# ---- ccff_loader_flat ----
ccff_loader_flat, placement view:
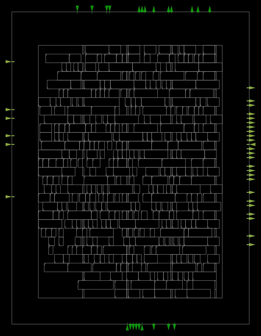

==> src/rtl/ccff_loader_pkg.sv <==
// Shared constants, state encoding and the bit-serial CRC-16/CCITT step
// for the configuration-chain loader.
package ccff_loader_pkg;

  localparam logic [15:0] CRC_POLY = 16'h1021;
  localparam logic [15:0] CRC_INIT = 16'hFFFF;

  typedef enum logic [2:0] {
    IDLE     = 3'd0,
    FETCH    = 3'd1,
    SHIFT_LO = 3'd2,
    SHIFT_HI = 3'd3,
    DONE     = 3'd4
  } state_t;

  // One CRC step: feedback is the outgoing MSB xor the new bit; no reflection.
  function automatic logic [15:0] crc16_step(input logic [15:0] crc, input logic din);
    logic fb;
    fb = crc[15] ^ din;
    return {crc[14:0], 1'b0} ^ (fb ? CRC_POLY : 16'h0000);
  endfunction

endpackage

==> src/rtl/ccff_loader_if.sv <==
// Byte stream from the bitstream source into the loader.
// Handshake: a byte transfers on a rising clock edge where s_valid and
// s_ready are both high; the source must hold s_data/s_valid stable until
// that edge, and s_ready never depends on s_valid.
interface ccff_loader_if;
  logic [7:0] s_data;
  logic       s_valid;
  logic       s_ready;

  modport master (output s_data, output s_valid, input s_ready);
  modport slave  (input s_data, input s_valid, output s_ready);
endinterface

==> src/rtl/ccff_crc16_serial.sv <==
// Bit-serial CRC-16/CCITT accumulator with synchronous clear.
module ccff_crc16_serial
  import ccff_loader_pkg::*;
(
  input  logic        clk,
  input  logic        rst,
  input  logic        clear,
  input  logic        enable,
  input  logic        din,
  output logic [15:0] crc
);

  // Clear to the init value, otherwise fold in one bit when enabled.
  always_ff @(posedge clk) begin
    if (rst || clear) begin
      crc <= CRC_INIT;
    end else if (enable) begin
      crc <= crc16_step(crc, din);
    end
  end

endmodule

==> src/rtl/ccff_loader.sv <==
// Configuration-chain programmer: streams bytes LSB-first onto ccff_head
// with a registered half-rate chain clock, and keeps CRCs of the bits
// driven and of the bits returned from ccff_tail.
module ccff_loader
  import ccff_loader_pkg::*;
#(
  parameter int CHAIN_LEN = 1024
) (
  input  logic                prog_clk,
  input  logic                pReset,
  input  logic                start,
  output logic                busy,
  output logic                done,
  ccff_loader_if.slave        src,
  output logic                chain_clk,
  output logic                ccff_head,
  input  logic                ccff_tail,
  output logic [15:0]         data_crc,
  output logic [15:0]         tail_crc,
  output state_t              dbg_state
);

  localparam int RW = $clog2(CHAIN_LEN + 1);

  state_t        state, next_state;
  logic [RW-1:0] remaining;
  logic [3:0]    nbits;
  logic [3:0]    nbits_load;
  logic [7:0]    sr;
  logic          hs;
  logic          crc_clear, crc_en;
  logic          busy_d, done_d, chain_clk_d, head_d;

  assign src.s_ready = (state == FETCH);
  assign hs          = src.s_valid && src.s_ready;
  assign dbg_state   = state;

  // Last byte may be partial; only the bits still owed to the chain are shifted.
  assign nbits_load = (32'(remaining) >= 32'd8) ? 4'd8 : 4'(remaining);

  // State register.
  always_ff @(posedge prog_clk) begin
    if (pReset) state <= IDLE;
    else        state <= next_state;
  end

  // Next-state logic; SHIFT_HI decisions use the pre-decrement counters.
  always_comb begin
    next_state = state;
    unique case (state)
      IDLE:     if (start) next_state = FETCH;
      FETCH:    if (hs) next_state = SHIFT_LO;
      SHIFT_LO: next_state = SHIFT_HI;
      SHIFT_HI: begin
        if (remaining == RW'(1))  next_state = DONE;
        else if (nbits == 4'd1)   next_state = FETCH;
        else                      next_state = SHIFT_LO;
      end
      DONE:     next_state = IDLE;
      default:  next_state = IDLE;
    endcase
  end

  // Output decode: values the output registers take at the next edge.
  always_comb begin
    busy_d      = (next_state != IDLE);
    done_d      = (state == DONE);
    chain_clk_d = (next_state == SHIFT_HI);
    head_d      = ccff_head;
    crc_clear   = (state == IDLE) && start;
    crc_en      = (state == SHIFT_LO);
    if (state == FETCH && hs) begin
      head_d = src.s_data[0];
    end else if (state == SHIFT_HI && next_state == SHIFT_LO) begin
      head_d = sr[1];
    end
  end

  // Output registers; head only changes entering SHIFT_LO so it is stable across LO+HI.
  always_ff @(posedge prog_clk) begin
    if (pReset) begin
      busy      <= 1'b0;
      done      <= 1'b0;
      chain_clk <= 1'b0;
      ccff_head <= 1'b0;
    end else begin
      busy      <= busy_d;
      done      <= done_d;
      chain_clk <= chain_clk_d;
      ccff_head <= head_d;
    end
  end

  // Byte shift register and bit counters.
  always_ff @(posedge prog_clk) begin
    if (pReset) begin
      remaining <= '0;
      nbits     <= '0;
      sr        <= '0;
    end else begin
      unique case (state)
        IDLE: if (start) remaining <= RW'(CHAIN_LEN);
        FETCH: if (hs) begin
          sr    <= src.s_data;
          nbits <= nbits_load;
        end
        SHIFT_HI: begin
          sr        <= sr >> 1;
          nbits     <= nbits - 4'd1;
          remaining <= remaining - RW'(1);
        end
        default: ;
      endcase
    end
  end

  ccff_crc16_serial u_data_crc (
    .clk    (prog_clk),
    .rst    (pReset),
    .clear  (crc_clear),
    .enable (crc_en),
    .din    (sr[0]),
    .crc    (data_crc)
  );

  ccff_crc16_serial u_tail_crc (
    .clk    (prog_clk),
    .rst    (pReset),
    .clear  (crc_clear),
    .enable (crc_en),
    .din    (ccff_tail),
    .crc    (tail_crc)
  );

endmodule

==> src/flat_wrapper.sv <==
// flat-port wrapper written by rule: the top's interface ports become plain ports
module ccff_loader_flat import ccff_loader_pkg::*;
#(
  parameter int CHAIN_LEN = 1024
)
  (prog_clk, pReset, start, busy, done, chain_clk, ccff_head, ccff_tail, data_crc, tail_crc, dbg_state, src_s_data, src_s_valid, src_s_ready);
  ccff_loader_if src_i ();
  input  logic prog_clk;
  input  logic pReset;
  input  logic start;
  output logic busy;
  output logic done;
  output logic chain_clk;
  output logic ccff_head;
  input  logic ccff_tail;
  output logic [15:0] data_crc;
  output logic [15:0] tail_crc;
  output state_t dbg_state;
  input wire logic [$bits(src_i.s_data)-1:0] src_s_data;
  input wire logic [$bits(src_i.s_valid)-1:0] src_s_valid;
  output wire logic [$bits(src_i.s_ready)-1:0] src_s_ready;
  assign src_i.s_data = src_s_data;
  assign src_i.s_valid = src_s_valid;
  assign src_s_ready = src_i.s_ready;
  ccff_loader #(.CHAIN_LEN(CHAIN_LEN)) u_core (.prog_clk(prog_clk), .pReset(pReset), .start(start), .busy(busy), .done(done), .src(src_i), .chain_clk(chain_clk), .ccff_head(ccff_head), .ccff_tail(ccff_tail), .data_crc(data_crc), .tail_crc(tail_crc), .dbg_state(dbg_state));
endmodule
==> config.mk <==
export PLATFORM = sky130hd
export DESIGN_NAME = ccff_loader_flat
export DESIGN_NICKNAME = d
export VERILOG_FILES = /design/src/rtl/ccff_loader_pkg.sv /design/src/rtl/ccff_loader_if.sv /design/src/rtl/ccff_crc16_serial.sv /design/src/rtl/ccff_loader.sv /design/src/flat_wrapper.sv
export SDC_FILE = /design/constraint.sdc
export NUM_CORES = 1
export LEC_CHECK = 0
export ABC_AREA = 1
export CAP_MARGIN = 20
export CORE_ASPECT_RATIO = 1.4
export CORE_MARGIN = 8
export CORE_UTILIZATION = 57
export CTS_BUF_LIST = sky130_fd_sc_hd__clkbuf_4 sky130_fd_sc_hd__clkbuf_8
export CTS_CLUSTER_DIAMETER = 60
export DETAILED_ROUTE_END_ITERATION = 16
export GPL_TIMING_DRIVEN = 0
export MAX_ROUTING_LAYER = met4
export PLACE_DENSITY = 0.87
export RECOVER_POWER = 50
export SETUP_SLACK_MARGIN = 0.5
export SYNTH_ARGS = -nofsm -noshare
export SYNTH_HDL_FRONTEND = slang
export SYNTH_SLANG_ARGS = --single-unit
==> constraint.sdc <==
create_clock -name prog_clk -period 3.4 [get_ports prog_clk]
set_input_delay 0.34 -clock prog_clk [delete_from_list [all_inputs] [get_ports prog_clk]]
set_output_delay 0.34 -clock prog_clk [all_outputs]
set_load 0.05 [all_outputs]
# ---- receiver ----
$ cat src/rtl/receiver.sv
// receiver: collects flits from PORTS_NUM+1 upstream senders into one FIFO.
//
// A round-robin arbiter picks a requesting port when idle. Once a packet has
// started, the chosen port stays locked until a flit with the tail flag is
// written, so packets from different ports never interleave. Every accepted
// flit is followed by a one-cycle ACK state, which keeps r_ready_out from
// being high on two consecutive cycles.
//
// Ports:
//   clk          clock, rising edge
//   a_rst        asynchronous reset, active high
//   wr_ready_in  per-port flit valid; only a clean 1 counts as a request
//   data_i       per-port flits, port p at [p*BUS_SIZE +: BUS_SIZE]
//   mem_readed   pop request from the downstream consumer
//   r_ready_out  per-port accept pulse, one-hot or zero
//   data_o       head-of-FIFO flit (first-word-fall-through)
//   mem_empty    FIFO holds no flits
//   fifo_count   number of stored flits
//
// Flit layout: [ADDR_SIZE-1:0] address, [ADDR_SIZE] tail, upper bits payload.
//
// state  | meaning
// IDLE   | no packet in progress, arbitrate round-robin from rr_ptr
// LOCKED | mid-packet, only lock_port may write
// ACK    | one cycle after a write, all requests ignored
module receiver #(
    parameter int ADDR_SIZE  = 4,
    parameter int DATA_SIZE  = 32,
    parameter int PORTS_NUM  = 4,
    parameter int FIFO_DEPTH = 8
) (
    input  logic                                            clk,
    input  logic                                            a_rst,
    input  logic [PORTS_NUM:0]                              wr_ready_in,
    input  logic [(DATA_SIZE+ADDR_SIZE+1)*(PORTS_NUM+1)-1:0] data_i,
    input  logic                                            mem_readed,
    output logic [PORTS_NUM:0]                              r_ready_out,
    output logic [DATA_SIZE+ADDR_SIZE:0]                    data_o,
    output logic                                            mem_empty,
    output logic [$clog2(FIFO_DEPTH):0]                     fifo_count
);

    localparam int BUS_SIZE = DATA_SIZE + ADDR_SIZE + 1;
    localparam int NP       = PORTS_NUM + 1;
    localparam int PW       = (NP > 1) ? $clog2(NP) : 1;
    localparam int AW       = $clog2(FIFO_DEPTH);
    localparam int CW       = AW + 1;

    typedef enum logic [1:0] {
        IDLE   = 2'd0,
        LOCKED = 2'd1,
        ACK    = 2'd2
    } state_t;

    state_t              state, next_state;
    logic [PW-1:0]       rr_ptr, lock_port;
    logic                last_tail;

    logic [BUS_SIZE-1:0] storage [FIFO_DEPTH];
    logic [AW-1:0]       rd_ptr, wr_ptr;

    logic [NP-1:0]       req;
    logic                grant_found;
    logic [PW-1:0]       grant_port;
    int                  rr_cand;
    logic                wr_en;
    logic [PW-1:0]       wr_port;
    logic [BUS_SIZE-1:0] wr_flit;
    logic [NP-1:0]       wr_onehot;
    logic                full, pop;

    // Undriven (X/Z) request lines must never look like a request.
    always_comb begin
        for (int p = 0; p < NP; p++) begin
            req[p] = (wr_ready_in[p] === 1'b1);
        end
    end

    always_comb begin
        grant_found = 1'b0;
        grant_port  = '0;
        rr_cand     = 0;
        for (int i = 0; i < NP; i++) begin
            rr_cand = int'(rr_ptr) + i;
            if (rr_cand >= NP) begin
                rr_cand = rr_cand - NP;
            end
            if (!grant_found && req[PW'(rr_cand)]) begin
                grant_found = 1'b1;
                grant_port  = PW'(rr_cand);
            end
        end
    end

    assign full = (fifo_count == CW'(FIFO_DEPTH));
    assign pop  = mem_readed && (fifo_count != '0);

    always_comb begin
        next_state = state;
        wr_en      = 1'b0;
        wr_port    = lock_port;
        case (state)
            IDLE: begin
                if (!full && grant_found) begin
                    wr_en      = 1'b1;
                    wr_port    = grant_port;
                    next_state = ACK;
                end
            end
            LOCKED: begin
                if (!full && req[lock_port]) begin
                    wr_en      = 1'b1;
                    next_state = ACK;
                end
            end
            ACK: begin
                next_state = last_tail ? IDLE : LOCKED;
            end
            default: next_state = IDLE;
        endcase
    end

    assign wr_flit   = data_i[wr_port*BUS_SIZE +: BUS_SIZE];
    assign wr_onehot = NP'(1) << wr_port;

    always_ff @(posedge clk or posedge a_rst) begin
        if (a_rst) begin
            state       <= IDLE;
            rr_ptr      <= '0;
            lock_port   <= '0;
            last_tail   <= 1'b0;
            r_ready_out <= '0;
        end else begin
            state       <= next_state;
            r_ready_out <= wr_en ? wr_onehot : '0;
            if (wr_en) begin
                lock_port <= wr_port;
                last_tail <= wr_flit[ADDR_SIZE];
                if (state == IDLE) begin
                    rr_ptr <= (wr_port == PW'(PORTS_NUM)) ? '0 : wr_port + 1'b1;
                end
            end
        end
    end

    always_ff @(posedge clk or posedge a_rst) begin
        if (a_rst) begin
            for (int i = 0; i < FIFO_DEPTH; i++) begin
                storage[i] <= '0;
            end
            rd_ptr     <= '0;
            wr_ptr     <= '0;
            fifo_count <= '0;
        end else begin
            if (wr_en) begin
                storage[wr_ptr] <= wr_flit;
                wr_ptr          <= wr_ptr + 1'b1;
            end
            if (pop) begin
                rd_ptr <= rd_ptr + 1'b1;
            end
            case ({wr_en, pop})
                2'b10:   fifo_count <= fifo_count + 1'b1;
                2'b01:   fifo_count <= fifo_count - 1'b1;
                default: fifo_count <= fifo_count;
            endcase
        end
    end

    assign data_o    = storage[rd_ptr];
    assign mem_empty = (fifo_count == '0);

endmodule
$ cat config.mk
export PLATFORM = sky130hd
export DESIGN_NAME = receiver
export DESIGN_NICKNAME = d
export VERILOG_FILES = /design/src/rtl/receiver.sv
export SDC_FILE = /design/constraint.sdc
export NUM_CORES = 1
export LEC_CHECK = 0
export ABC_AREA = 1
export CORE_MARGIN = 1
export CORE_UTILIZATION = 50
export DETAILED_ROUTE_END_ITERATION = 12
export PLACE_DENSITY_LB_ADDON = 0.08
export RECOVER_POWER = 100
export SLEW_MARGIN = 20
export SYNTH_ARGS = -nofsm -noshare
export SYNTH_HDL_FRONTEND = slang
export SYNTH_SLANG_ARGS = --single-unit
$ cat constraint.sdc
create_clock -name clk -period 12.2 [get_ports clk]
set_input_delay 3.05 -clock clk [delete_from_list [all_inputs] [get_ports clk]]
set_output_delay 3.05 -clock clk [all_outputs]
set_load 0.02 [all_outputs]
receiver, placement view:
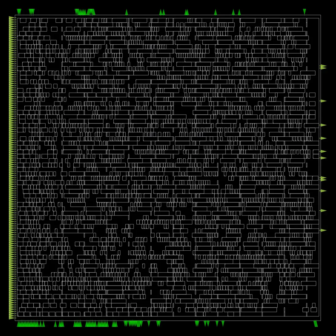
post-route insts no fill: 3,121
Tap Cells: 455
Core Box Area: 34,600 sq um
Flop Count: 320

==> results.sh, receiver <==
# source this file to load flow results
export IMPL_status="finished with violations"
export IMPL_violations="max-capacitance violations, max-slew violations"
export IMPL_grt_ovfl_total=0
export IMPL_path_buffers=3
export IMPL_r2r_slack_ns=4.58
export IMPL_async_flop_share=1.00
export IMPL_maxCapViolCount=4
export IMPL_drive_gt1_frac=0.0455
export IMPL_final_max_slew_viol_count=363
export IMPL_hp_class="reg2reg"
export IMPL_drc=0
export IMPL_fp_nets=2718
export IMPL_tritoncts="done"
export IMPL_top_layer_used="met4"
export IMPL_top_regs="storage x296, r_ready_out x5, fifo_count x4"
export IMPL_top_cells_by_area="dfrtp_1 45%, nand2_1 22%, nand3_1 6.5%"
export IMPL_start_kind="register"
export IMPL_path_cells="clkinvlp_2 > buf_4 > o21ai_0 > o22ai_1 > nor2_1 > a31oi_1 > dlygate4sd3_1"
export IMPL_synthTopCellsByCount="1,048 x nand2_1, 320 x dfrtp_1, 296 x nor2_1"
export IMPL_use_met3=0.0644
export IMPL_clock_latency_ns=0.52
export IMPL_arrival_ns=6.15
export IMPL_largest_area_cell="dfrtp_1"
export IMPL_area_delta_synth_final_pct=19.6
export IMPL_via_count=17600
export IMPL_yosys_most_used_dff="dfrtp_1"
export IMPL_chipArea_sq_um=36000
export IMPL_htreeDepth=2
export IMPL_clkbuf_count=49
export IMPL_met1_length_um=25700
export IMPL_path_delay_family="buffers and inverters"
export IMPL_fp_util=0.509
export IMPL_min_from="storage[154]"
export IMPL_cts_sinks=320
export IMPL_met2_length_um=28600
export IMPL_layout_core_utilization=0.608
export IMPL_place_port_buffers=239
export IMPL_hold_ws_ns=0.472
export IMPL_critPathLaunch="rd_ptr[0]"
receiver: cells by family (layout without fill, tap and decap cells):
logic type,count (synthesis),count (layout),synth area share
fa+ha+maj,20,20,0.0151
compound gates,256,256,0.0797
simple gates,1670,1670,0.388
flops,320,320,0.455
buf+inv,232,389,0.0582
other cells,0,4,0
xor+xnor,7,7,0.00391
receiver: through the flow:
stage	setup WS [ns]	instance area, sq um	cells
after floorplan	0.294	17600	2505
after global placement	4.99	20000	3058
after detailed placement	4.90	20000	3058
after CTS	4.76	21200	3117
after global routing	2.58	21100	3121
final	3.00	21100	3121
ccff_loader_flat, clock distribution:
Scale bar: 20 um.
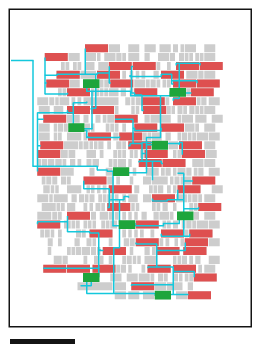
legend:
  cyan:
    item: clock wires
    length: 737 um
  red:
    item: flip-flops
    count: 62
  green:
    item: clock-net drivers
    count: 9
routed clock nets: 10

Notes on 'placement view' of ccff_loader_flat above:
Core Box Area: 4540 sq um
Rows: 29

==> results.sh, ccff_loader_flat <==
# source this file to load flow results
export IMPL_setup_viol=0
export IMPL_layout_cells_most_common="nand2_1"
export IMPL_seq_cells=62
export IMPL_drt_first_pass_iters=4
export IMPL_cts_made_buffers=9
export IMPL_arrival_ns=2.34
export IMPL_grt_pass1_vias=2517
export IMPL_grt_usage=0.199
export IMPL_synthTopCellsByCount="101 x nand2_1, 62 x dfxtp_1, 44 x nand3_1"
export IMPL_ys_cells=357
export IMPL_clk_share=0.0694
export IMPL_yosysUniqueCellTypes=34
export IMPL_r2r_end="u_core.u_tail_crc.crc[10]"
export IMPL_hold_violations=0
export IMPL_worst_pin_slew_ns=0.538
export IMPL_critPathKind="reg2reg"
export IMPL_edf_count=0
export IMPL_slowest_stage="dfxtp_1"
export IMPL_via_count=2530
export IMPL_regArea_sq_um=1240
export IMPL_min_period_ns=2.12
export IMPL_largest_cell_class="flip-flops and latches"
export IMPL_buffers=69
export IMPL_yosysSeqAreaShare=0.459
export IMPL_cts_max_path_buffers=2
export IMPL_yosys_most_used_dff="dfxtp_1"
export IMPL_status="finished clean"
export IMPL_cts_resized=0
export IMPL_pre_cts_ws_ns=1.65
export IMPL_nets=438
[ccff_loader_flat: cells by family after synthesis]
| kind of cell | after synthesis | share of synthesized area |
|---|---|---|
| xor gates and xnor gates | 7 | 0.0227 |
| and+or+nand+nor | 196 | 0.324 |
| AOI/OAI and AO/OA | 36 | 0.0810 |
| buffers and inverters | 51 | 0.0902 |
| adders and majority gates | 5 | 0.0231 |
| DFF | 62 | 0.459 |
[ccff_loader_flat: metal layers]
layer,global-route usage,vias to the layer above,wire length [um]
met4,0.0818,0,70
met3,0.0630,8,366
met1,0.194,1164,2640
met5,-,-,0
met2,0.346,72,3550
li1,-,1286,-

# ---- ts_lane_tracker ----
==> config.mk <==
export PLATFORM = sky130hd
export DESIGN_NAME = ts_lane_tracker
export DESIGN_NICKNAME = d
export VERILOG_FILES = /design/src/rtl/pcie_os_pkg.sv /design/src/rtl/ts_lane_tracker.sv
export SDC_FILE = /design/constraint.sdc
export NUM_CORES = 1
export LEC_CHECK = 0
export ABC_AREA = 1
export CAP_MARGIN = 20
export CORE_MARGIN = 1.5
export CORE_UTILIZATION = 49
export CTS_BUF_LIST = sky130_fd_sc_hd__clkbuf_8
export CTS_CLUSTER_DIAMETER = 150
export DETAILED_ROUTE_END_ITERATION = 16
export GPL_TIMING_DRIVEN = 0
export PLACE_DENSITY_LB_ADDON = 0.2
export SLEW_MARGIN = 0
export SYNTH_ARGS = -nofsm -noshare
export SYNTH_HDL_FRONTEND = slang
export SYNTH_SLANG_ARGS = --single-unit
==> constraint.sdc <==
create_clock -name clk -period 6.2 [get_ports clk]
set_input_delay 1.86 -clock clk [delete_from_list [all_inputs] [get_ports clk]]
set_output_delay 1.86 -clock clk [all_outputs]
set_load 0.02 [all_outputs]
==> src/rtl/pcie_os_pkg.sv <==
// Shared ordered-set definitions for osDecoder, ts_os_checker and the LTSSM.
// Holds the symbol codes, bus geometry, OS type enums and the OS classifier.
package pcie_os_pkg;

    localparam logic [7:0] COM    = 8'hBC;
    localparam logic [7:0] PAD    = 8'hF7;
    localparam logic [7:0] SKP    = 8'h1C;
    localparam logic [7:0] TS1_ID = 8'h4A;
    localparam logic [7:0] TS2_ID = 8'h45;

    localparam int OS_BITS   = 128;
    localparam int MAX_LANES = 16;
    localparam int HIST_BITS = 42;

    typedef enum logic [1:0] {
        NONE = 2'd0,
        TS1  = 2'd1,
        TS2  = 2'd2
    } os_type_e;

    typedef enum logic [1:0] {
        CLS_OTHER = 2'd0,
        CLS_SKP   = 2'd1,
        CLS_TS1   = 2'd2,
        CLS_TS2   = 2'd3
    } os_class_e;

    // COM must lead; SKP is decided on symbols 1..3 before any TS identifier check.
    function automatic os_class_e classify_os(input logic [OS_BITS-1:0] os);
        logic      all_ts1;
        logic      all_ts2;
        os_class_e cls;
        all_ts1 = 1'b1;
        all_ts2 = 1'b1;
        for (int k = 6; k < 16; k++) begin
            if (os[8*k +: 8] != TS1_ID) begin
                all_ts1 = 1'b0;
            end else begin
                all_ts1 = all_ts1;
            end
            if (os[8*k +: 8] != TS2_ID) begin
                all_ts2 = 1'b0;
            end else begin
                all_ts2 = all_ts2;
            end
        end
        if (os[7:0] != COM) begin
            cls = CLS_OTHER;
        end else if (os[15:8] == SKP && os[23:16] == SKP && os[31:24] == SKP) begin
            cls = CLS_SKP;
        end else if (all_ts1) begin
            cls = CLS_TS1;
        end else if (all_ts2) begin
            cls = CLS_TS2;
        end else begin
            cls = CLS_OTHER;
        end
        return cls;
    endfunction

endpackage

==> src/rtl/ts_lane_tracker.sv <==
// Per-lane TS tracker: classifies one OS, keeps the consecutive-identical count
// and the {type, sym1..5} history of the last accepted TS.
module ts_lane_tracker
    import pcie_os_pkg::*;
#(
    parameter int COUNT_MAX = 15
) (
    input  logic               clk,
    input  logic               reset,
    input  logic               clear,
    input  logic               os_valid,
    input  logic               active,
    input  logic [OS_BITS-1:0] os,
    output logic [3:0]         next_count,
    output os_type_e           next_type,
    output logic               ts_load
);

    localparam logic [3:0] CNT_MAX = 4'(COUNT_MAX);

    logic [3:0]           count_r;
    logic [HIST_BITS-1:0] hist_r;
    logic [3:0]           count_next_s;
    logic [HIST_BITS-1:0] hist_next_s;
    logic [HIST_BITS-1:0] cand_hist_s;
    os_class_e            cls_s;
    logic                 load_s;

    // Next-state for count and history; SKP leaves both untouched.
    always_comb begin
        cls_s        = classify_os(os);
        count_next_s = count_r;
        hist_next_s  = hist_r;
        load_s       = 1'b0;
        if (cls_s == CLS_TS2) begin
            cand_hist_s = {TS2, os[47:8]};
        end else begin
            cand_hist_s = {TS1, os[47:8]};
        end
        if (clear) begin
            count_next_s = 4'd0;
            hist_next_s  = '0;
        end else if (os_valid) begin
            if (!active) begin
                count_next_s = 4'd0;
                hist_next_s  = '0;
            end else begin
                case (cls_s)
                    CLS_TS1, CLS_TS2: begin
                        load_s = 1'b1;
                        // An empty history has type NONE, so it never matches a candidate.
                        if (cand_hist_s == hist_r) begin
                            count_next_s = (count_r >= CNT_MAX) ? CNT_MAX : count_r + 4'd1;
                        end else begin
                            count_next_s = 4'd1;
                            hist_next_s  = cand_hist_s;
                        end
                    end
                    CLS_SKP: begin
                        count_next_s = count_r;
                        hist_next_s  = hist_r;
                    end
                    default: begin
                        count_next_s = 4'd0;
                        hist_next_s  = '0;
                    end
                endcase
            end
        end else begin
            count_next_s = count_r;
            hist_next_s  = hist_r;
        end
    end

    // Count and history registers.
    always_ff @(posedge clk or negedge reset) begin
        if (!reset) begin
            count_r <= 4'd0;
            hist_r  <= '0;
        end else begin
            count_r <= count_next_s;
            hist_r  <= hist_next_s;
        end
    end

    assign next_count = count_next_s;
    assign next_type  = os_type_e'(hist_next_s[HIST_BITS-1 -: 2]);
    assign ts_load    = load_s;

endmodule

# ---- fetch_unit ----
--- src/rtl/fetch_unit_pkg.sv ---
// Shared types and constants for the instruction fetch front end.
package fetch_unit_pkg;

  localparam logic [31:0] NOP_INST   = 32'h0000_0013;
  localparam logic [31:0] WORD_BYTES = 32'd4;

  typedef struct packed {
    logic [31:0] pc;
    logic [31:0] inst;
  } fetch_entry_t;

  function automatic logic [31:0] align_pc(input logic [31:0] pc);
    return {pc[31:2], 2'b00};
  endfunction

endpackage

--- src/rtl/fetch_unit_fifo.sv ---
// First-word-fall-through buffer of fetched {pc, inst} pairs with synchronous flush.
module fetch_fifo
  import fetch_unit_pkg::*;
#(
  parameter int DEPTH = 4
) (
  input  logic                         clk,
  input  logic                         rst,
  input  logic                         flush,
  input  logic                         enq,
  input  fetch_entry_t                 enq_entry,
  input  logic                         deq,
  output fetch_entry_t                 head,
  output logic                         empty,
  output logic [$clog2(DEPTH+1)-1:0]   count
);

  localparam int PTR_W = $clog2(DEPTH);
  localparam int CNT_W = $clog2(DEPTH + 1);

  fetch_entry_t     mem [DEPTH];
  logic [PTR_W-1:0] rd_ptr;
  logic [PTR_W-1:0] wr_ptr;
  logic             full;
  logic             do_enq;
  logic             do_deq;

  assign empty  = (count == '0);
  assign full   = (count == CNT_W'(DEPTH));
  assign do_deq = deq && !empty;
  // A write into a full buffer is only legal when the head leaves in the same cycle.
  assign do_enq = enq && (!full || do_deq);
  assign head   = mem[rd_ptr];

  always_ff @(posedge clk or posedge rst) begin
    if (rst) begin
      rd_ptr <= '0;
      wr_ptr <= '0;
      count  <= '0;
    end else if (flush) begin
      rd_ptr <= '0;
      wr_ptr <= '0;
      count  <= '0;
    end else begin
      if (do_enq) wr_ptr <= wr_ptr + 1'b1;
      if (do_deq) rd_ptr <= rd_ptr + 1'b1;
      count <= count + CNT_W'(do_enq) - CNT_W'(do_deq);
    end
  end

  always_ff @(posedge clk) begin
    if (do_enq) mem[wr_ptr] <= enq_entry;
  end

endmodule

--- src/rtl/fetch_unit.sv ---
// Instruction fetch front end: credit-limited imem requests, in-flight tracking, FWFT buffer.
// Optional FETCH_STATS_EN adds dequeued/squashed instruction counters.
module fetch_unit
  import fetch_unit_pkg::*;
#(
  parameter logic [31:0] RESET_PC     = 32'h0000_0000,
  parameter int          IMEM_LATENCY = 2,
  parameter int          FIFO_DEPTH   = 4
) (
  input  logic        clk_in,
  input  logic        rst_in,
  output logic        imem_req_out,
  output logic [31:0] imem_addr_out,
  input  logic [31:0] imem_data_in,
  input  logic        redirect_valid_in,
  input  logic [31:0] redirect_pc_in,
  output logic        inst_valid_out,
  output logic [31:0] inst_out,
  output logic [31:0] pc_out,
  input  logic        inst_ready_in
`ifdef FETCH_STATS_EN
  ,
  output logic [31:0] fetched_count_out,
  output logic [31:0] squashed_count_out
`endif
);

  localparam int CNT_W = $clog2(FIFO_DEPTH + 1);

  logic [31:0]             fetch_pc;
  logic [IMEM_LATENCY-1:0] inflight_vld_p;
  logic [31:0]             inflight_pc_p [IMEM_LATENCY];
  logic [CNT_W-1:0]        fifo_count;
  logic                    fifo_empty;
  fetch_entry_t            enq_entry;
  fetch_entry_t            head;
  logic                    enq;
  logic                    deq;
  logic                    issue;
  logic [31:0]             occ;

  assign enq       = inflight_vld_p[IMEM_LATENCY-1];
  assign deq       = inst_valid_out && inst_ready_in && !redirect_valid_in;
  assign enq_entry = '{pc: inflight_pc_p[IMEM_LATENCY-1], inst: imem_data_in};

  // Everything already owed a FIFO slot: buffered, in flight, and this cycle's request.
  always_comb begin
    occ = 32'(fifo_count) + 32'(imem_req_out);
    for (int i = 0; i < IMEM_LATENCY; i++) occ = occ + 32'(inflight_vld_p[i]);
  end

  assign issue = (occ - 32'(deq)) < 32'(FIFO_DEPTH);

  // Request stage and in-flight slot shift (slot IMEM_LATENCY-1 meets returning data)
  always_ff @(posedge clk_in or posedge rst_in) begin
    if (rst_in) begin
      imem_req_out   <= 1'b0;
      imem_addr_out  <= RESET_PC;
      fetch_pc       <= RESET_PC;
      inflight_vld_p <= '0;
    end else if (redirect_valid_in) begin
      imem_req_out   <= 1'b1;
      imem_addr_out  <= align_pc(redirect_pc_in);
      fetch_pc       <= align_pc(redirect_pc_in) + WORD_BYTES;
      inflight_vld_p <= '0;
    end else begin
      imem_req_out <= issue;
      if (issue) begin
        imem_addr_out <= fetch_pc;
        fetch_pc      <= fetch_pc + WORD_BYTES;
      end
      inflight_vld_p[0] <= imem_req_out;
      for (int i = 1; i < IMEM_LATENCY; i++) inflight_vld_p[i] <= inflight_vld_p[i-1];
    end
  end

  always_ff @(posedge clk_in) begin
    inflight_pc_p[0] <= imem_addr_out;
    for (int i = 1; i < IMEM_LATENCY; i++) inflight_pc_p[i] <= inflight_pc_p[i-1];
  end

  // Buffer stage
  fetch_fifo #(
    .DEPTH(FIFO_DEPTH)
  ) u_fifo (
    .clk      (clk_in),
    .rst      (rst_in),
    .flush    (redirect_valid_in),
    .enq      (enq),
    .enq_entry(enq_entry),
    .deq      (deq),
    .head     (head),
    .empty    (fifo_empty),
    .count    (fifo_count)
  );

  assign inst_valid_out = !fifo_empty;
  assign inst_out       = fifo_empty ? NOP_INST : head.inst;
  assign pc_out         = fifo_empty ? RESET_PC : head.pc;

`ifdef FETCH_STATS_EN
  // A redirect kills exactly what the credit count was holding.
  always_ff @(posedge clk_in or posedge rst_in) begin
    if (rst_in) begin
      fetched_count_out  <= '0;
      squashed_count_out <= '0;
    end else begin
      if (deq) fetched_count_out <= fetched_count_out + 32'd1;
      if (redirect_valid_in) squashed_count_out <= squashed_count_out + occ;
    end
  end
`endif

endmodule

--- config.mk ---
export PLATFORM = sky130hd
export DESIGN_NAME = fetch_unit
export DESIGN_NICKNAME = d
export VERILOG_FILES = /design/src/rtl/fetch_unit_pkg.sv /design/src/rtl/fetch_unit_fifo.sv /design/src/rtl/fetch_unit.sv
export SDC_FILE = /design/constraint.sdc
export NUM_CORES = 1
export LEC_CHECK = 0
export ABC_CLOCK_PERIOD_IN_PS = 7100
export CAP_MARGIN = 20
export CELL_PAD_IN_SITES_DETAIL_PLACEMENT = 1
export CELL_PAD_IN_SITES_GLOBAL_PLACEMENT = 1
export CORE_MARGIN = 1.5
export CORE_UTILIZATION = 40
export CTS_CLUSTER_DIAMETER = 120
export CTS_CLUSTER_SIZE = 20
export DETAILED_ROUTE_END_ITERATION = 10
export PLACE_DENSITY = 0.7
export SYNTH_ARGS = -nofsm -noshare
export SYNTH_HDL_FRONTEND = slang
export SYNTH_HIERARCHICAL = 1
export SYNTH_SLANG_ARGS = --single-unit
--- constraint.sdc ---
create_clock -name clk_in -period 7.1 [get_ports clk_in]
set_input_delay 0.71 -clock clk_in [delete_from_list [all_inputs] [get_ports clk_in]]
set_output_delay 0.71 -clock clk_in [all_outputs]
set_load 0.02 [all_outputs]
# ---- tmds_ddr_sequencer ----
<file path="src/rtl/tmds_pkg.sv">
`default_nettype none
// ============================================================================
//  Module   : tmds_pkg
//  Purpose  : Shared constants and types for the TMDS DDR sequencer.
//             Holds the TMDS control symbols, the clock-channel pattern,
//             the symbol/phase geometry and the sequencer state type.
//  Revision : 1.0  initial release
// ============================================================================
package tmds_pkg;

  // Symbol geometry: 10 bits per symbol, 2 bits per shift cycle -> 5 phases.
  localparam int SYM_W  = 10;
  localparam int PHASES = 5;

  // Last phase of a symbol period; loads and stops happen here.
  localparam logic [2:0] PHASE_LAST = 3'(PHASES - 1);

  // TMDS control-period symbols, indexed by {C1,C0}.
  localparam logic [SYM_W-1:0] TMDS_CTL0 = 10'b1101010100;
  localparam logic [SYM_W-1:0] TMDS_CTL1 = 10'b0010101011;
  localparam logic [SYM_W-1:0] TMDS_CTL2 = 10'b0101010100;
  localparam logic [SYM_W-1:0] TMDS_CTL3 = 10'b1010101011;

  // Pixel-clock pattern on the clock channel, LSB first: 5 ones, 5 zeros.
  localparam logic [SYM_W-1:0] TMDS_CLK_PATTERN = 10'b0000011111;

  // Sequencer state.
  typedef enum logic [0:0] {
    ST_OFF = 1'b0,
    ST_RUN = 1'b1
  } seq_state_t;

endpackage : tmds_pkg
`default_nettype wire

</file>
<file path="src/rtl/tmds_shift2.sv">
`default_nettype none
// ============================================================================
//  Module   : tmds_shift2
//  Purpose  : 10-bit symbol register that emits 2 bits per cycle.
//             Loads a full symbol, shifts right by 2 with zero fill, or
//             clears. The current DDR pair is always the two LSBs.
//  Ports    : clk       - shift clock
//             resetn    - synchronous active-low reset (register -> 0)
//             i_load    - load i_data (wins over shift)
//             i_shift   - shift right by 2, zero fill
//             i_clear   - clear register (wins over load and shift)
//             i_data    - symbol to load
//             o_pair    - current DDR pair, [0]=first half, [1]=second half
//  Revision : 1.0  initial release
// ============================================================================
module tmds_shift2
  import tmds_pkg::*;
(
  input  logic             clk,
  input  logic             resetn,
  input  logic             i_load,
  input  logic             i_shift,
  input  logic             i_clear,
  input  logic [SYM_W-1:0] i_data,
  output logic [1:0]       o_pair
);

  logic [SYM_W-1:0] r_sh;

  always_ff @(posedge clk) begin
    if (!resetn) begin
      r_sh <= '0;
    end else if (i_clear) begin
      r_sh <= '0;
    end else if (i_load) begin
      r_sh <= i_data;
    end else if (i_shift) begin
      r_sh <= {2'b00, r_sh[SYM_W-1:2]};
    end
  end

  // Straight from the register: no path from i_data to o_pair.
  assign o_pair = r_sh[1:0];

endmodule : tmds_shift2
`default_nettype wire

</file>
<file path="src/rtl/tmds_ddr_sequencer.sv">
`default_nettype none
// ============================================================================
//  Module   : tmds_ddr_sequencer
//  Purpose  : Serializes 10-bit TMDS symbols for red/green/blue plus a
//             generated pixel-clock pattern into 2-bit DDR pairs, one
//             symbol per channel every 5 shift-clock cycles.
//  Ports    : clk_shift  - shift clock (5x pixel clock), the only clock
//             resetn     - synchronous active-low reset
//             enable     - run request, honoured only at symbol boundaries
//             sym_valid  - upstream symbol triple valid
//             sym_red/green/blue - TMDS symbols, LSB transmitted first
//             sym_ready  - combinational accept strobe (load cycles only)
//             out_clock/red/green/blue - DDR pairs, [0]=D0, [1]=D1
//             active     - high while running
//             uflow_cnt  - saturating count of substituted idle symbols
//             uflow_clr  - synchronous clear of uflow_cnt
//  Revision : 1.0  initial release
// ============================================================================
module tmds_ddr_sequencer
  import tmds_pkg::*;
#(
  parameter logic [SYM_W-1:0] IDLE_SYMBOL = TMDS_CTL0,
  parameter logic [SYM_W-1:0] CLK_PATTERN = TMDS_CLK_PATTERN,
  parameter int               UFLOW_W     = 16
) (
  input  logic               clk_shift,
  input  logic               resetn,
  input  logic               enable,
  input  logic               sym_valid,
  input  logic [SYM_W-1:0]   sym_red,
  input  logic [SYM_W-1:0]   sym_green,
  input  logic [SYM_W-1:0]   sym_blue,
  output logic               sym_ready,
  output logic [1:0]         out_clock,
  output logic [1:0]         out_red,
  output logic [1:0]         out_green,
  output logic [1:0]         out_blue,
  output logic               active,
  output logic [UFLOW_W-1:0] uflow_cnt,
  input  logic               uflow_clr
);

  seq_state_t         r_state;
  seq_state_t         w_state_nxt;
  logic [2:0]         r_phase;
  logic [2:0]         w_phase_nxt;
  logic               w_load;
  logic               w_shift;
  logic               w_clear;
  logic               w_uflow_inc;
  logic [UFLOW_W-1:0] r_uflow_cnt;
  logic [SYM_W-1:0]   w_red_d;
  logic [SYM_W-1:0]   w_green_d;
  logic [SYM_W-1:0]   w_blue_d;

  // --------------------------------------------------------------------------
  // State / phase register
  // --------------------------------------------------------------------------
  always_ff @(posedge clk_shift) begin
    if (!resetn) begin
      r_state <= ST_OFF;
      r_phase <= PHASE_LAST;
    end else begin
      r_state <= w_state_nxt;
      r_phase <= w_phase_nxt;
    end
  end

  // --------------------------------------------------------------------------
  // Next state and shift-register controls.
  // OFF parks the phase at the last slot, so OFF+enable is simply an ordinary
  // boundary load and start-up needs no special case.
  // --------------------------------------------------------------------------
  always_comb begin
    w_state_nxt = r_state;
    w_phase_nxt = r_phase;
    w_load      = 1'b0;
    w_shift     = 1'b0;
    w_clear     = 1'b0;

    case (r_state)
      ST_OFF: begin
        w_phase_nxt = PHASE_LAST;
        if (enable) begin
          w_load      = 1'b1;
          w_state_nxt = ST_RUN;
          w_phase_nxt = 3'd0;
        end
      end

      ST_RUN: begin
        if (r_phase != PHASE_LAST) begin
          // Mid-symbol: enable is ignored, the symbol always completes.
          w_shift     = 1'b1;
          w_phase_nxt = r_phase + 3'd1;
        end else if (enable) begin
          w_load      = 1'b1;
          w_phase_nxt = 3'd0;
        end else begin
          w_clear     = 1'b1;
          w_state_nxt = ST_OFF;
          w_phase_nxt = PHASE_LAST;
        end
      end

      default: begin
        w_state_nxt = ST_OFF;
        w_phase_nxt = PHASE_LAST;
      end
    endcase
  end

  // The handshake accepts exactly on load cycles.
  assign sym_ready   = w_load;
  assign w_uflow_inc = w_load & ~sym_valid;

  // Substitute the idle control symbol when upstream has nothing to offer.
  assign w_red_d   = sym_valid ? sym_red   : IDLE_SYMBOL;
  assign w_green_d = sym_valid ? sym_green : IDLE_SYMBOL;
  assign w_blue_d  = sym_valid ? sym_blue  : IDLE_SYMBOL;

  // --------------------------------------------------------------------------
  // Underflow counter. A clear coinciding with an underflow leaves 1: the
  // clear is applied first, then the new event is counted.
  // --------------------------------------------------------------------------
  always_ff @(posedge clk_shift) begin
    if (!resetn) begin
      r_uflow_cnt <= '0;
    end else if (uflow_clr) begin
      r_uflow_cnt <= UFLOW_W'(w_uflow_inc);
    end else if (w_uflow_inc && (r_uflow_cnt != {UFLOW_W{1'b1}})) begin
      r_uflow_cnt <= r_uflow_cnt + UFLOW_W'(1);
    end
  end

  assign uflow_cnt = r_uflow_cnt;
  assign active    = (r_state == ST_RUN);

  // --------------------------------------------------------------------------
  // Per-channel serializers
  // --------------------------------------------------------------------------
  tmds_shift2 u_sh_clock (
    .clk     (clk_shift),
    .resetn  (resetn),
    .i_load  (w_load),
    .i_shift (w_shift),
    .i_clear (w_clear),
    .i_data  (CLK_PATTERN),
    .o_pair  (out_clock)
  );

  tmds_shift2 u_sh_red (
    .clk     (clk_shift),
    .resetn  (resetn),
    .i_load  (w_load),
    .i_shift (w_shift),
    .i_clear (w_clear),
    .i_data  (w_red_d),
    .o_pair  (out_red)
  );

  tmds_shift2 u_sh_green (
    .clk     (clk_shift),
    .resetn  (resetn),
    .i_load  (w_load),
    .i_shift (w_shift),
    .i_clear (w_clear),
    .i_data  (w_green_d),
    .o_pair  (out_green)
  );

  tmds_shift2 u_sh_blue (
    .clk     (clk_shift),
    .resetn  (resetn),
    .i_load  (w_load),
    .i_shift (w_shift),
    .i_clear (w_clear),
    .i_data  (w_blue_d),
    .o_pair  (out_blue)
  );

endmodule : tmds_ddr_sequencer
`default_nettype wire

</file>
<file path="config.mk">
export PLATFORM = sky130hd
export DESIGN_NAME = tmds_ddr_sequencer
export DESIGN_NICKNAME = d
export VERILOG_FILES = /design/src/rtl/tmds_pkg.sv /design/src/rtl/tmds_shift2.sv /design/src/rtl/tmds_ddr_sequencer.sv
export SDC_FILE = /design/constraint.sdc
export NUM_CORES = 1
export LEC_CHECK = 0
export CELL_PAD_IN_SITES_DETAIL_PLACEMENT = 1
export CELL_PAD_IN_SITES_GLOBAL_PLACEMENT = 1
export CORE_UTILIZATION = 39
export CTS_BUF_LIST = sky130_fd_sc_hd__clkbuf_4 sky130_fd_sc_hd__clkbuf_8 sky130_fd_sc_hd__clkbuf_16
export DETAILED_ROUTE_END_ITERATION = 8
export PLACE_DENSITY = 0.83
export REMOVE_ABC_BUFFERS = 1
export SYNTH_ARGS = -nofsm -noshare
export SYNTH_HDL_FRONTEND = slang
export SYNTH_SLANG_ARGS = --single-unit
</file>
<file path="constraint.sdc">
create_clock -name clk_shift -period 4.45 [get_ports clk_shift]
set_input_delay 0.89 -clock clk_shift [delete_from_list [all_inputs] [get_ports clk_shift]]
set_output_delay 0.89 -clock clk_shift [all_outputs]
set_load 0.1 [all_outputs]
</file>

## Gallery

Zoomed window.
shot_01.png
Window x 20 to 60, y 4 to 44 um. Cells in grey, sequential cells in the stronger grey; small squares are vias.
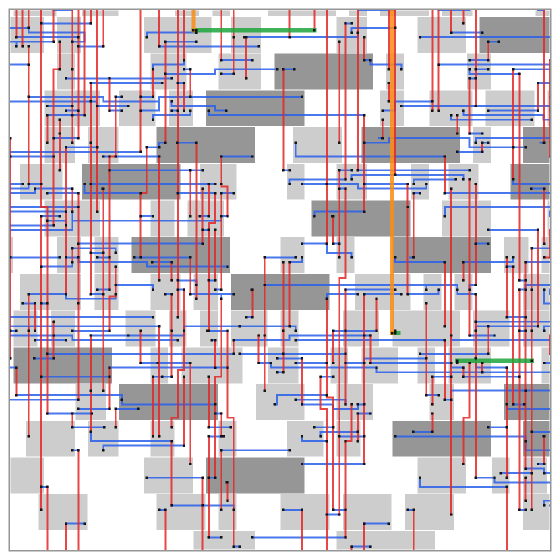
shot_02.png
Window x 24 to 64, y 6 to 46 um. Cells in grey, sequential cells in the stronger grey; small squares are vias.
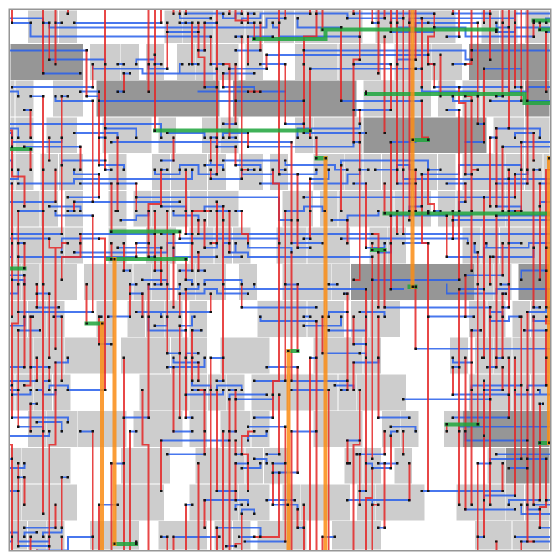
shot_03.png
Window x 79 to 119, y 40 to 80 um. Cells in grey, sequential cells in the stronger grey; small squares are vias.
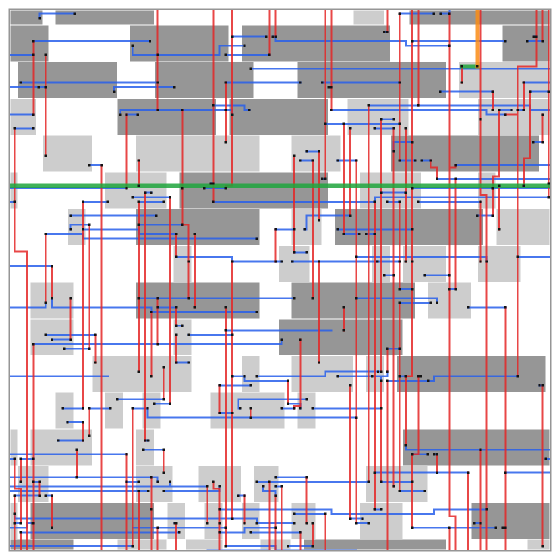
| picture | from |
|---|---|
| shot_02.png | ts_lane_tracker |
| shot_01.png | tmds_ddr_sequencer |
| shot_03.png | fetch_unit |

tmds_ddr_sequencer, signal wires on met3:
Scale bar: 20 um.
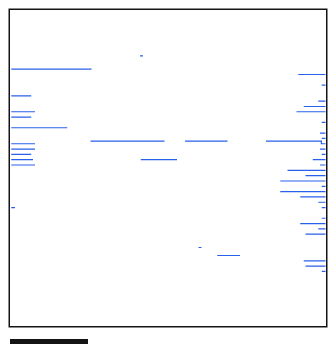
wire length on this layer: 238 um
share of all routed wire: 3.6%
met3 Use GR: 0.0303
via count: 2,311
total wire length: 6530 um

tmds_ddr_sequencer, wiring by layer:
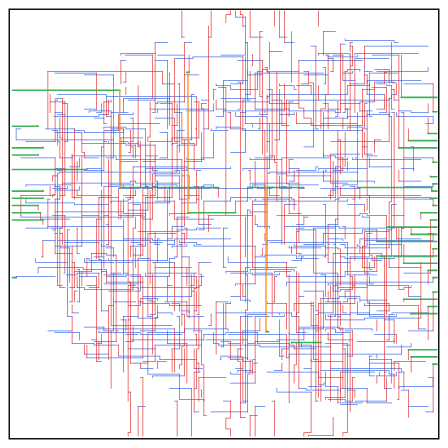
legend:
  orange:
    layer: M4
    wire_length: 72.1 um
  red:
    layer: M2
    wire_length: 3,230 um
  green:
    layer: M3
    wire_length: 238 um
  blue:
    layer: M1
    wire_length: 3,000 um
total track usage: 0.210
DR WL/cell: 16.5 um

==> results.sh, tmds_ddr_sequencer <==
# source this file to load flow results
export IMPL_nMultiInputCombCells=194
export IMPL_synth_avg_cell_area_sq_um=8.64
export IMPL_async_flop_share=0
export IMPL_fmax_mhz=341
export IMPL_taps=75
export IMPL_ys_area_sq_um=2420
export IMPL_final_cell_mix="59 x clkdlybuf4s50_1, 53 x dfxtp_1, 31 x nor2_1, 22 x nand2_1, 20 x nor3_1"
export IMPL_cp_required_ns=3.56
export IMPL_mux_area_frac=0.00828
export IMPL_dieHeight_um=80.8
export IMPL_maxCapViolCount=0
export IMPL_final_antenna_net_count=0
export IMPL_grt_max_degree=31
export IMPL_grt_pass1_vias=2324
export IMPL_final_cell_area_sq_um=3100
export IMPL_routabilityCongestion=0.753
export IMPL_edf_count=0
export IMPL_maxPowerGroup="registers"
export IMPL_layout_core_utilization=0.521
export IMPL_final_max_slew_viol_count=0
export IMPL_r2r_slack_ns=2.02
export IMPL_num_antenna_cells=0
export IMPL_grt_ovfl_total=0
export IMPL_placementRows=28
export IMPL_min_path_cells=2
export IMPL_cp_depth=1
export IMPL_finalClockPeriodUsage=0.658
export IMPL_clock_latency_ns=0.31
export IMPL_grt_setup_unrepaired="no"
export IMPL_power_leakage_nw=1.12
export IMPL_seq_cells=53
export IMPL_fill_cells=698
export IMPL_dp_hpwl_um=4510
export IMPL_critPathKind="reg2out"
export IMPL_yosysWarnings=0
export IMPL_status="finished clean"
export IMPL_synth_top_area_share=0.439
[tmds_ddr_sequencer: routing by layer]
layer	track usage	vias to the layer above	wire [um]
li1	-	1134	-
met1	0.247	1124	3000
met2	0.394	47	3230
met3	0.0303	6	237
met4	0.0589	0	72
met5	0	-	0
[tmds_ddr_sequencer: sequential cells by signal, indices dropped and copies added (netlist names)]
register / flops
u_sh_blue.r_sh: 10
uflow_cnt: 16
r_phase: 3
u_sh_green.r_sh: 10
u_sh_red.r_sh: 10
u_sh_clock.r_sh: 3
active: 1
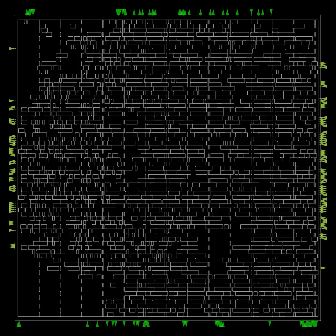
fetch_unit: placement view
Rows: 71
Tap Cells: 511
Seq/total area: 0.587
Core Box Area: 37,800 sq um

==> results.sh, fetch_unit <==
# source this file to load flow results
export IMPL_cp_end_kind="output port"
export IMPL_r2r_slack_ns=2.98
export IMPL_power_clock_w=0.00133
export IMPL_critPathLaunch="u_fifo/rd_ptr[0]"
export IMPL_hp_class="reg2reg"
export IMPL_grt_pass1_vias=8953
export IMPL_hold_ws_ns=0.318
export IMPL_post_cts_buffers=0
export IMPL_path_buffers=2
export IMPL_min_path_cells=0
export IMPL_seq_power_share=0.481
export IMPL_yosys_most_used_dff="edfxtp_1"
export IMPL_layout_core_utilization=0.480
export IMPL_dp_cells=1593
export IMPL_fill_cells=3664
export IMPL_status="finished clean"
fetch_unit: cells by family after synthesis:
family | after synthesis
AND-OR/OR-AND | 83
multiplexers | 112
other | 1
XOR/XNOR | 42
flip-flops | 386
buffers and inverters | 75
AND/OR/NAND/NOR | 238
adder cells (fa/ha/maj) | 16
fetch_unit: routing by layer:
layer	vias to the layer above	wire length, um	track usage	share of wire
met4	0	463	0.0325	0.014
li1	3846	-	-	-
met2	174	16100	0.288	0.48
met3	32	1360	0.0234	0.040
met5	-	0	0	0
met1	4358	15700	0.249	0.47
ts_lane_tracker, signal wires on met3:
Scale bar: 20 um.
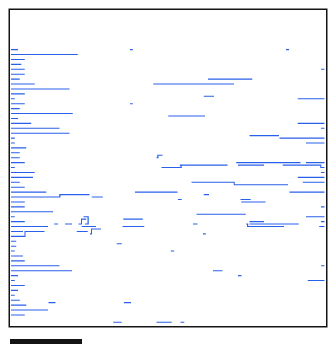
wire length on this layer: 619 um
longest straight run: 22.1 um
main direction: horizontal
share of all routed wire: 6.0%
total wire length: 10,400 um
met3 Use GR: 0.0550
via count: 4,016

==> results.sh, ts_lane_tracker <==
# source this file to load flow results
export IMPL_met2_length_um=5440
export IMPL_largest_cell_class="multi-input combinational cells"
export IMPL_r2r_start="hist_r[25]"
export IMPL_routabilityCongestion=0.895
export IMPL_cp_endpoint="next_count[0]"
export IMPL_design_portCount=140
export IMPL_slowest_delay_ns=0.52
export IMPL_simple_gate_area_frac=0.480
export IMPL_critPathLaunch="os[80]"
export IMPL_cp_depth=16
export IMPL_final_max_slew_viol_count=0
export IMPL_mux_area_frac=0
export IMPL_via_per_inst=5.03
export IMPL_post_cts_buffers=0
export IMPL_status="finished clean"
export IMPL_chipArea_sq_um=7650
export IMPL_fin_ws_ns=0.127
export IMPL_comb_power_share=0.246
export IMPL_core_region_area_sq_um=6830
export IMPL_cts_sinks=46
export IMPL_grt_usage=0.275
export IMPL_yosysSeqAreaShare=0.329
export IMPL_fp_util=0.512
export IMPL_met3WireLength_um=618
export IMPL_grt_util_met1=0.311
export IMPL_nonClkBufAreaFrac=0.293
export IMPL_async_flop_share=1.00
export IMPL_busiest_layer="met2"
export IMPL_comb_area_sq_um=2120
export IMPL_grtUsageMet2=0.506
[ts_lane_tracker: synth_stat cells, types with 4 or more instances]
cell type    n
nand4_1     20
inv_1       54
o21ai_0      5
nor3_1       8
nand3_1     25
nand2_1    206
nor2_1      98
dfrtp_1     46
xnor2_1     34
nand2_2     11
or2_2        7
buf_4        6
nor2_2       4
[ts_lane_tracker: stage by stage]
stage	hold slack [ns]	instances	instance area, sq um	utilization
global placement	0.456	784	5010	0.733
finish	0.487	798	5210	0.762
global route	0.523	798	5210	0.762
floorplan	0.442	549	3500	-
detailed placement	0.467	785	5020	0.735
CTS	0.489	793	5110	0.749


==> screenshots <==
Signal wires on met3.
image #1
Scale bar: 50 um.
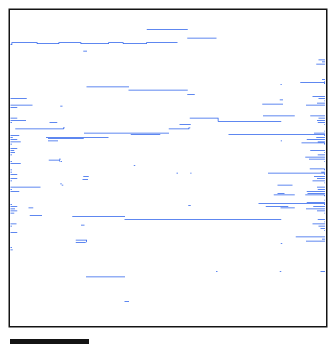
image #2
Scale bar: 20 um.
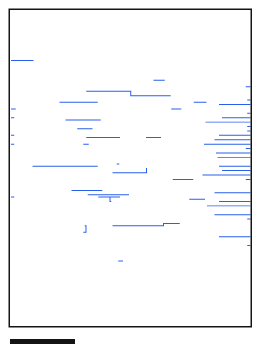
image #3
Scale bar: 50 um.
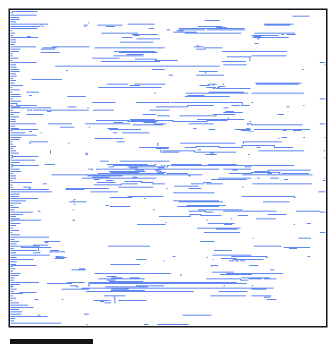
- image #1 = fetch_unit
- image #3 = receiver
- image #2 = ccff_loader_flat
The one with the smallest die is image #2.

